=== sync_fifo_prog ===
sync_fifo_prog, sequential cells grouped by signal name:
(4 px per um) Other sequential cells in the stronger gray, the rest of the logic in the fainter gray.
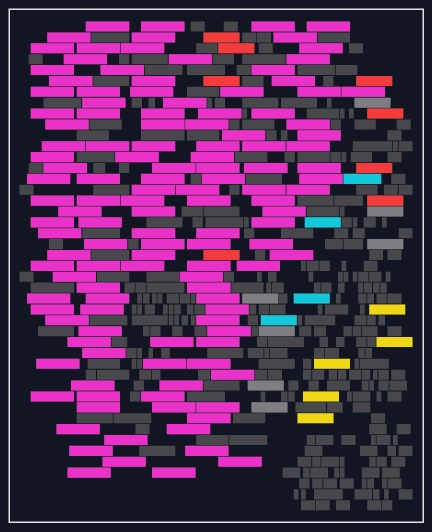

**config.mk**
```make
export PLATFORM = sky130hd
export DESIGN_NAME = sync_fifo_prog
export DESIGN_NICKNAME = d
export VERILOG_FILES = /design/src/rtl/sync_fifo_pkg.sv /design/src/rtl/sync_fifo_prog_ram.sv /design/src/rtl/sync_fifo_prog.sv
export SDC_FILE = /design/constraint.sdc
export NUM_CORES = 1
export LEC_CHECK = 0
export CAP_MARGIN = 20
export CELL_PAD_IN_SITES_DETAIL_PLACEMENT = 0
export CELL_PAD_IN_SITES_GLOBAL_PLACEMENT = 1
export CORE_ASPECT_RATIO = 1.25
export CORE_MARGIN = 2
export CORE_UTILIZATION = 54
export CTS_BUF_LIST = sky130_fd_sc_hd__clkbuf_8 sky130_fd_sc_hd__clkbuf_16
export DETAILED_ROUTE_END_ITERATION = 10
export PLACE_DENSITY = 0.86
export SYNTH_ARGS = -nofsm -noshare
export SYNTH_HDL_FRONTEND = slang
export SYNTH_HIERARCHICAL = 1
export SYNTH_SLANG_ARGS = --single-unit
```
**constraint.sdc**
```tcl
create_clock -name clk -period 5.4 [get_ports clk]
set_clock_uncertainty 0.2 [all_clocks]
set_input_delay 1.35 -clock clk [delete_from_list [all_inputs] [get_ports clk]]
set_output_delay 1.35 -clock clk [all_outputs]
set_load 0.1 [all_outputs]
```
**src/rtl/sync_fifo_pkg.sv**
```systemverilog
// Shared constants and helpers for the programmable synchronous FIFO family.
package sync_fifo_pkg;

   localparam int FIFO_DATA_W_DEF = 8;
   localparam int FIFO_DEPTH_DEF  = 16;
   localparam int FIFO_AF_DEF     = 12;
   localparam int FIFO_AE_DEF     = 4;

   // Ceiling log2 for tools without a working $clog2 in parameter context.
   function automatic int fifo_clog2(input int value);
      int r;
      int v;
      r = 0;
      v = value - 1;
      while (v > 0) begin
         r = r + 1;
         v = v >> 1;
      end
      return r;
   endfunction

endpackage

```
**src/rtl/sync_fifo_prog_ram.sv**
```systemverilog
// fifo_ram: DEPTH x DATA_W register array, synchronous write, asynchronous read.
module fifo_ram
   import sync_fifo_pkg::*;
#(
   parameter int DATA_W = FIFO_DATA_W_DEF,
   parameter int DEPTH  = FIFO_DEPTH_DEF,
   localparam int AW    = fifo_clog2(DEPTH)
) (
   input  logic              clk,
   input  logic              we,
   input  logic [AW-1:0]     waddr,
   input  logic [DATA_W-1:0] wdata,
   input  logic [AW-1:0]     raddr,
   output logic [DATA_W-1:0] rdata
);

   logic [DATA_W-1:0] mem_q [DEPTH];

   // Storage write; contents are deliberately left unreset.
   always_ff @(posedge clk) begin
      if (we) begin
         mem_q[waddr] <= wdata;
      end
   end

   assign rdata = mem_q[raddr];

endmodule

```
**src/rtl/sync_fifo_prog.sv**
```systemverilog
// Single-clock FIFO with programmable almost-full/empty thresholds, flush and sticky errors.
// Define FIFO_FWFT_EN for first-word-fall-through reads; otherwise reads are registered.
module sync_fifo_prog
   import sync_fifo_pkg::*;
#(
   parameter int DATA_W = FIFO_DATA_W_DEF,
   parameter int DEPTH  = FIFO_DEPTH_DEF,
   localparam int AW    = fifo_clog2(DEPTH)
) (
   input  logic              clk,
   input  logic              asyn_rst,
   input  logic [DATA_W-1:0] wr_data,
   input  logic              wr_en,
   input  logic              rd_en,
   input  logic              flush,
   input  logic              clr_err,
   input  logic [AW:0]       af_level,
   input  logic [AW:0]       ae_level,
   output logic [DATA_W-1:0] rd_data,
   output logic              rd_valid,
   output logic [AW:0]       count,
   output logic              full,
   output logic              empty,
   output logic              almost_full,
   output logic              almost_empty,
   output logic              overflow,
   output logic              underflow
);

   localparam int            CW      = AW + 1;
   localparam logic [CW-1:0] DEPTH_C = CW'(DEPTH);

   logic [AW-1:0]     wr_ptr_q, wr_ptr_d;
   logic [AW-1:0]     rd_ptr_q, rd_ptr_d;
   logic [CW-1:0]     count_q, count_d;
   logic              overflow_q, overflow_d;
   logic              underflow_q, underflow_d;
   logic              wr_acc_s, rd_acc_s;
   logic              ovf_set_s, unf_set_s;
   logic [DATA_W-1:0] ram_rdata_s;

   fifo_ram #(
      .DATA_W (DATA_W),
      .DEPTH  (DEPTH)
   ) u_ram (
      .clk   (clk),
      .we    (wr_acc_s),
      .waddr (wr_ptr_q),
      .wdata (wr_data),
      .raddr (rd_ptr_q),
      .rdata (ram_rdata_s)
   );

   assign full         = (count_q == DEPTH_C);
   assign empty        = (count_q == {CW{1'b0}});
   assign almost_full  = (count_q >= af_level);
   assign almost_empty = (count_q <= ae_level);
   assign count        = count_q;
   assign overflow     = overflow_q;
   assign underflow    = underflow_q;

   // Request acceptance; flush swallows both requests without flagging errors.
   always_comb begin
      rd_acc_s  = rd_en & ~empty & ~flush;
      wr_acc_s  = wr_en & (~full | rd_acc_s) & ~flush;
      ovf_set_s = wr_en & ~wr_acc_s & ~flush;
      unf_set_s = rd_en & ~rd_acc_s & ~flush;
   end

   // Pointer, occupancy and sticky-error next state; a new error beats clr_err.
   always_comb begin
      wr_ptr_d    = wr_ptr_q;
      rd_ptr_d    = rd_ptr_q;
      count_d     = count_q;
      overflow_d  = ovf_set_s | (overflow_q & ~clr_err);
      underflow_d = unf_set_s | (underflow_q & ~clr_err);
      if (flush) begin
         wr_ptr_d = {AW{1'b0}};
         rd_ptr_d = {AW{1'b0}};
         count_d  = {CW{1'b0}};
      end else begin
         if (wr_acc_s) begin
            wr_ptr_d = wr_ptr_q + AW'(1);
         end else begin
            wr_ptr_d = wr_ptr_q;
         end
         if (rd_acc_s) begin
            rd_ptr_d = rd_ptr_q + AW'(1);
         end else begin
            rd_ptr_d = rd_ptr_q;
         end
         case ({wr_acc_s, rd_acc_s})
            2'b10:   count_d = count_q + CW'(1);
            2'b01:   count_d = count_q - CW'(1);
            default: count_d = count_q;
         endcase
      end
   end

   // Control state registers.
   always_ff @(posedge clk or posedge asyn_rst) begin
      if (asyn_rst) begin
         wr_ptr_q    <= {AW{1'b0}};
         rd_ptr_q    <= {AW{1'b0}};
         count_q     <= {CW{1'b0}};
         overflow_q  <= 1'b0;
         underflow_q <= 1'b0;
      end else begin
         wr_ptr_q    <= wr_ptr_d;
         rd_ptr_q    <= rd_ptr_d;
         count_q     <= count_d;
         overflow_q  <= overflow_d;
         underflow_q <= underflow_d;
      end
   end

`ifdef FIFO_FWFT_EN
   assign rd_data  = ram_rdata_s;
   assign rd_valid = ~empty;
`else
   logic [DATA_W-1:0] rd_data_q, rd_data_d;
   logic              rd_valid_q, rd_valid_d;

   // Registered read port: data captured on an accepted pop, held otherwise.
   always_comb begin
      rd_valid_d = rd_acc_s;
      if (rd_acc_s) begin
         rd_data_d = ram_rdata_s;
      end else begin
         rd_data_d = rd_data_q;
      end
   end

   // Read output registers.
   always_ff @(posedge clk or posedge asyn_rst) begin
      if (asyn_rst) begin
         rd_data_q  <= {DATA_W{1'b0}};
         rd_valid_q <= 1'b0;
      end else begin
         rd_data_q  <= rd_data_d;
         rd_valid_q <= rd_valid_d;
      end
   end

   assign rd_data  = rd_data_q;
   assign rd_valid = rd_valid_q;
`endif

endmodule

```
=== data_sync ===
`config.mk`:
```
export PLATFORM = sky130hd
export DESIGN_NAME = data_sync
export DESIGN_NICKNAME = d
export VERILOG_FILES = /design/src/rtl/data_sync_pkg.sv /design/src/rtl/data_sync_pulse_gen.sv /design/src/rtl/data_sync.sv
export SDC_FILE = /design/constraint.sdc
export NUM_CORES = 1
export LEC_CHECK = 0
export ABC_AREA = 1
export CAP_MARGIN = 20
export CORE_MARGIN = 2
export CORE_UTILIZATION = 57
export CTS_CLUSTER_SIZE = 8
export DETAILED_ROUTE_END_ITERATION = 10
export DONT_BUFFER_PORTS = 1
export HOLD_SLACK_MARGIN = 0.05
export PLACE_DENSITY = 0.72
export SYNTH_ARGS = -nofsm -noshare
export SYNTH_HDL_FRONTEND = slang
export SYNTH_SLANG_ARGS = --single-unit
```
`constraint.sdc`:
```
create_clock -name CLK -period 1.32 [get_ports CLK]
set_input_delay 0.198 -clock CLK [delete_from_list [all_inputs] [get_ports CLK]]
set_output_delay 0.198 -clock CLK [all_outputs]
set_load 0.01 [all_outputs]
```
`src/rtl/data_sync_pkg.sv`:
```
// Shared defaults for the clock-domain-crossing blocks (reset synchronizer
// and data_sync instances pick up the same stage count and bus width).
package data_sync_pkg;

  localparam int SYNC_STAGES_DEF = 2;
  localparam int BUS_WIDTH_DEF   = 8;
  localparam int CNT_WIDTH_DEF   = 8;

endpackage

```
`src/rtl/data_sync_pulse_gen.sv`:
```
// Rising-edge detector: turns a level into a registered one-cycle strobe.
module pulse_gen (
  input  logic CLK,
  input  logic RST,
  input  logic LVL_SIG,
  output logic PULSE_SIG
);

  logic lvl_q;
  logic pulse_d;
  logic pulse_q;

  // A rise is the level high now while the delayed copy is still low.
  always_comb begin
    pulse_d = LVL_SIG & ~lvl_q;
  end

  // Delay register for the level and the registered strobe, cleared by reset.
  always_ff @(posedge CLK) begin
    if (RST) begin
      lvl_q   <= 1'b0;
      pulse_q <= 1'b0;
    end else begin
      lvl_q   <= LVL_SIG;
      pulse_q <= pulse_d;
    end
  end

  assign PULSE_SIG = pulse_q;

endmodule

```
`src/rtl/data_sync.sv`:
```
// Destination-domain bus synchronizer: a source-held enable is passed
// through a flop chain, edge-detected, and the rise captures the bus.
module data_sync
  import data_sync_pkg::*;
#(
  parameter int NUM_STAGES = SYNC_STAGES_DEF,
  parameter int BUS_WIDTH  = BUS_WIDTH_DEF,
  parameter int CNT_WIDTH  = CNT_WIDTH_DEF
) (
  input  logic                 CLK,
  input  logic                 RST,
  input  logic [BUS_WIDTH-1:0] UNSYNC_BUS,
  input  logic                 BUS_ENABLE,
  output logic [BUS_WIDTH-1:0] SYNC_BUS,
  output logic                 ENABLE_PULSE,
  output logic [CNT_WIDTH-1:0] CAPTURE_CNT
);

  logic [NUM_STAGES-1:0] syncChain_q;
  logic                  syncEn;
  logic                  enDly_q;
  logic                  rise;
  logic [BUS_WIDTH-1:0]  syncBus_q;
  logic [BUS_WIDTH-1:0]  syncBus_d;
  logic [CNT_WIDTH-1:0]  capCnt_q;
  logic [CNT_WIDTH-1:0]  capCnt_d;

  // Multi-flop synchronizer on the foreign enable; bit 0 is the first sample.
  always_ff @(posedge CLK) begin
    if (RST) begin
      syncChain_q <= '0;
    end else begin
      syncChain_q <= {syncChain_q[NUM_STAGES-2:0], BUS_ENABLE};
    end
  end

  assign syncEn = syncChain_q[NUM_STAGES-1];

  // The capture must happen on the same edge the strobe goes high, so it is
  // qualified by the combinational rise; pulse_gen only exposes the registered
  // strobe, hence this local copy of the delayed level.
  always_ff @(posedge CLK) begin
    if (RST) begin
      enDly_q <= 1'b0;
    end else begin
      enDly_q <= syncEn;
    end
  end

  assign rise = syncEn & ~enDly_q;

  // Next-state for the captured bus and the wrapping capture counter.
  always_comb begin
    syncBus_d = syncBus_q;
    capCnt_d  = capCnt_q;
    if (rise) begin
      syncBus_d = UNSYNC_BUS;
      capCnt_d  = capCnt_q + CNT_WIDTH'(1);
    end
  end

  // Output data and counter registers.
  always_ff @(posedge CLK) begin
    if (RST) begin
      syncBus_q <= '0;
      capCnt_q  <= '0;
    end else begin
      syncBus_q <= syncBus_d;
      capCnt_q  <= capCnt_d;
    end
  end

  pulse_gen uPulseGen (
    .CLK       (CLK),
    .RST       (RST),
    .LVL_SIG   (syncEn),
    .PULSE_SIG (ENABLE_PULSE)
  );

  assign SYNC_BUS    = syncBus_q;
  assign CAPTURE_CNT = capCnt_q;

endmodule

```
sync_fifo_prog, metal 2:
(2 px per um) Cells faint in the background.
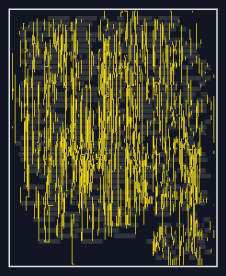
wire length on this layer: 6,900 um
nets with wire on the layer: 434
main direction: vertical
longest straight run: 74.1 um
share of all routed wire: 52%

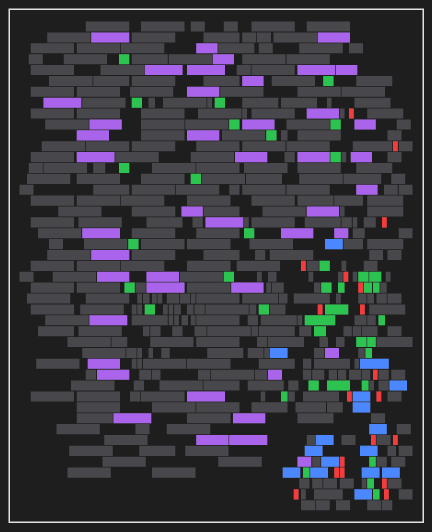
sync_fifo_prog: logic cells by family
(4 px per um)
| family | color | cells | most used |
|---|---|---|---|
| multiplexers | purple | 44 | mux4_2 |
| inverters | red | 19 | inv_1 |
| adder and majority cells | blue | 16 | ha_1 |
| inverting AOI/OAI gates | green | 38 | a22oi_1 |
Final Non-Filler Cells: 614
combinational share of cell area: 0.253

## Picture notes: 'sequential cells grouped by signal name' of sync_fifo_prog
| signal | color | sequential cells |
|---|---|---|
| `u_ram/mem_q` | magenta | 128 |
| `rd_ptr_q` | cyan | 4 |
| `count` | yellow | 5 |
| `rd_data` | red | 8 |
not colored: 7
sequential power: 1.44 mW
fin util: 0.654
Register Area: 4450 sq um
flop share of the area: 0.564

==> results.sh, sync_fifo_prog <==
# implementation run metrics
export IMPL_status="finished clean"
export IMPL_cpLargestDelayFamily="buffers and inverters"
export IMPL_met2_usage=0.351
export IMPL_flop_count=152
export IMPL_cts_setup_buffers=0
export IMPL_p_leak_nw=2.83
export IMPL_dp_slack_ns=0.918
export IMPL_synth_main_ff_cell="edfxtp_1"
export IMPL_slowest_stage="clkdlybuf4s50_1"
export IMPL_use_met1=0.284
export IMPL_avgSynthCellArea_sq_um=17.5
export IMPL_top_register="u_ram/mem_q"
export IMPL_die_area_sq_um=13200
export IMPL_warnings=26
export IMPL_largestClassByArea="registers"
export IMPL_min_to="underflow$_DFF_PP0_"
export IMPL_grt_util_all_layers=0.216
export IMPL_ys_seq_frac=0.670
export IMPL_post_route_period_util=0.846
export IMPL_crit_path_start="count[1]$_DFFE_PP0P_"
## sync_fifo_prog: power breakdown
part / internal (mW) / switching (mW) / leakage [nW]
clock: 0.738 / 0.487 / 0.296
combinational: 0.485 / 0.810 / 1.07
sequential: 1.34 / 0.101 / 1.46
total: 2.56 / 1.40 / 2.83
## sync_fifo_prog: synthesized netlist by cell type (4+ instances only)
| master | instances | area (sq um) |
|---|---|---|
| ha_1 | 15 | 188 |
| a22oi_1 | 16 | 120 |
| nand2_1 | 12 | 45.0 |
| mux4_1 | 14 | 368 |
| a21o_1 | 5 | 37.5 |
| edfxtp_1 | 128 | 3840 |
| xor2_1 | 5 | 43.8 |
| a21oi_1 | 7 | 35.0 |
| nor2b_1 | 6 | 37.5 |
| nor3_1 | 7 | 35.0 |
| mux4_2 | 18 | 405 |
| buf_2 | 4 | 20.0 |
| mux2_4 | 8 | 120 |
| nand3_1 | 5 | 25.0 |
| inv_1 | 19 | 71.3 |
| nor2_1 | 26 | 97.6 |
| dfrtp_1 | 24 | 601 |
| mux2i_1 | 4 | 40.0 |
| o21a_1 | 4 | 30.0 |
| nand2b_1 | 5 | 31.3 |
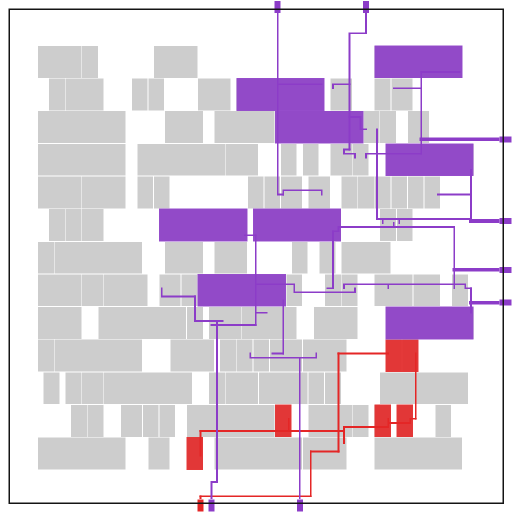
data_sync: wires at chosen ports, followed through buffers
(12 px per um)
| port | color | bits | direction | end cells | buffers | wire |
|---|---|---|---|---|---|---|
| `CAPTURE_CNT` | purple | 8 | output | 8 | 2 | 200 um |
| `RST` | red | 1 | input | 6 | 1 | 56.5 um |

==> results.sh, data_sync <==
# implementation run metrics
export IMPL_worstHoldStart="RST"
export IMPL_min_to="SYNC_BUS[6]$_SDFFE_PP0P_"
export IMPL_dr_first_iter_drc_count=5
export IMPL_routabilityCongestion=0.688
export IMPL_status="finished clean"
export IMPL_path_buffers=0
export IMPL_cts_setup_buffers=0
export IMPL_grt_max_degree=16
export IMPL_cp_start_kind="flip-flop"
export IMPL_route_detailed_drc=0
export IMPL_p_int_mw=0.834
export IMPL_use_met1=0.209
export IMPL_clk_latency_ns=0.29
export IMPL_overflow=0
export IMPL_power_density_nw_per_um2=1150
export IMPL_synth_main_ff_cell="dfxtp_1"
export IMPL_cap_violations=0
export IMPL_max_freq_ghz=0.914
export IMPL_die_area_sq_um=1680
export IMPL_rr_startpoint="CAPTURE_CNT[1]$_SDFFE_PP0P_"
export IMPL_slew_violations=0
export IMPL_drt_total_wl_mm=1.41
export IMPL_die_x_um=41.0
export IMPL_core_sq_um=1280
export IMPL_cts_sinks=20
export IMPL_setup_tns_final_ns=0
export IMPL_critical_path_arrival_ns=1.29
export IMPL_cts_tree="yes"
export IMPL_met2_usage=0.352
-- data_sync: cells by family (layout without fill, tap and decap cells) --
logic type / count (synthesis) / in the layout / synth area share
compound gates: 12 / 12 / 0.0912
flops: 20 / 20 / 0.512
buf+inv: 10 / 25 / 0.0672
fa+ha+maj: 1 / 1 / 0.0160
simple gates: 54 / 54 / 0.302
xor+xnor: 1 / 1 / 0.0112
-- data_sync: final cells by class --
type | count | area (sq um)
clock buffers | 4 | 36.3
fillers | 102 | 348
inverters | 8 | 30.0
multi-input cells | 68 | 329
flip-flops and latches | 20 | 400
well taps | 15 | 18.8
repair buffers | 13 | 123
-- data_sync: power groups by stage --
stage	Clock [mW]	Sequential [mW]	Combinational, mW
5_1_grt	0.371	0.647	0.0938
3_5_place_dp	0	0.658	0.0579
4_1_cts	0.359	0.644	0.0834
2_1_floorplan	0	0.658	0.0466
6_report	0.349	0.644	0.0832
3_3_place_gp	0	0.658	0.0566
-- data_sync: through the flow --
stage               cells  total power, mW
floorplan              98            0.705
global placement      114            0.714
detailed placement    114            0.716
CTS                   128             1.09
global route          128             1.11
finish                128             1.08


==> layout pictures side by side <==
Track usage over the die.
panel A
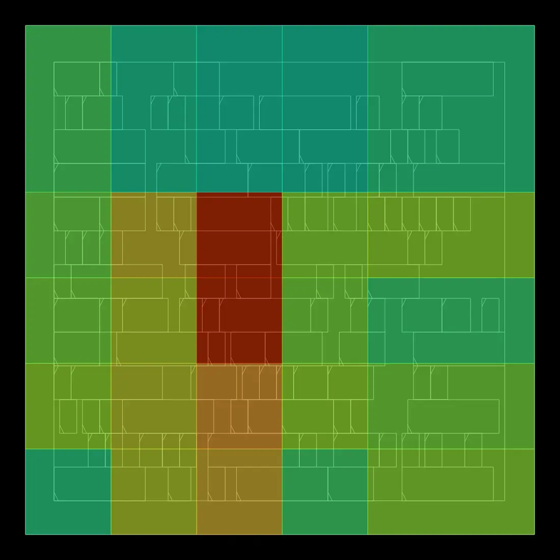
panel B
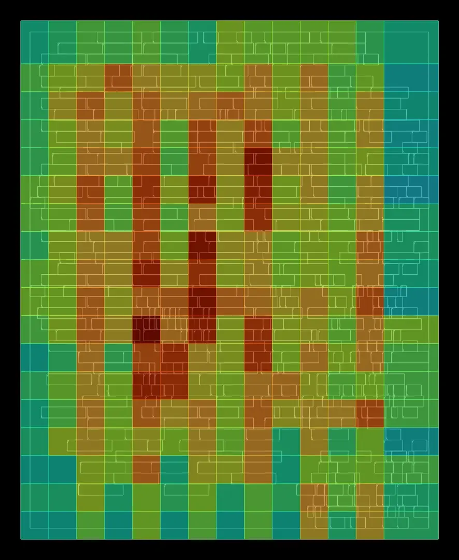
Panel A is data_sync.
Panel B is sync_fifo_prog.
- most wire per cell: panel B

No activity file was given, so power comes from the tool's default toggle rates.
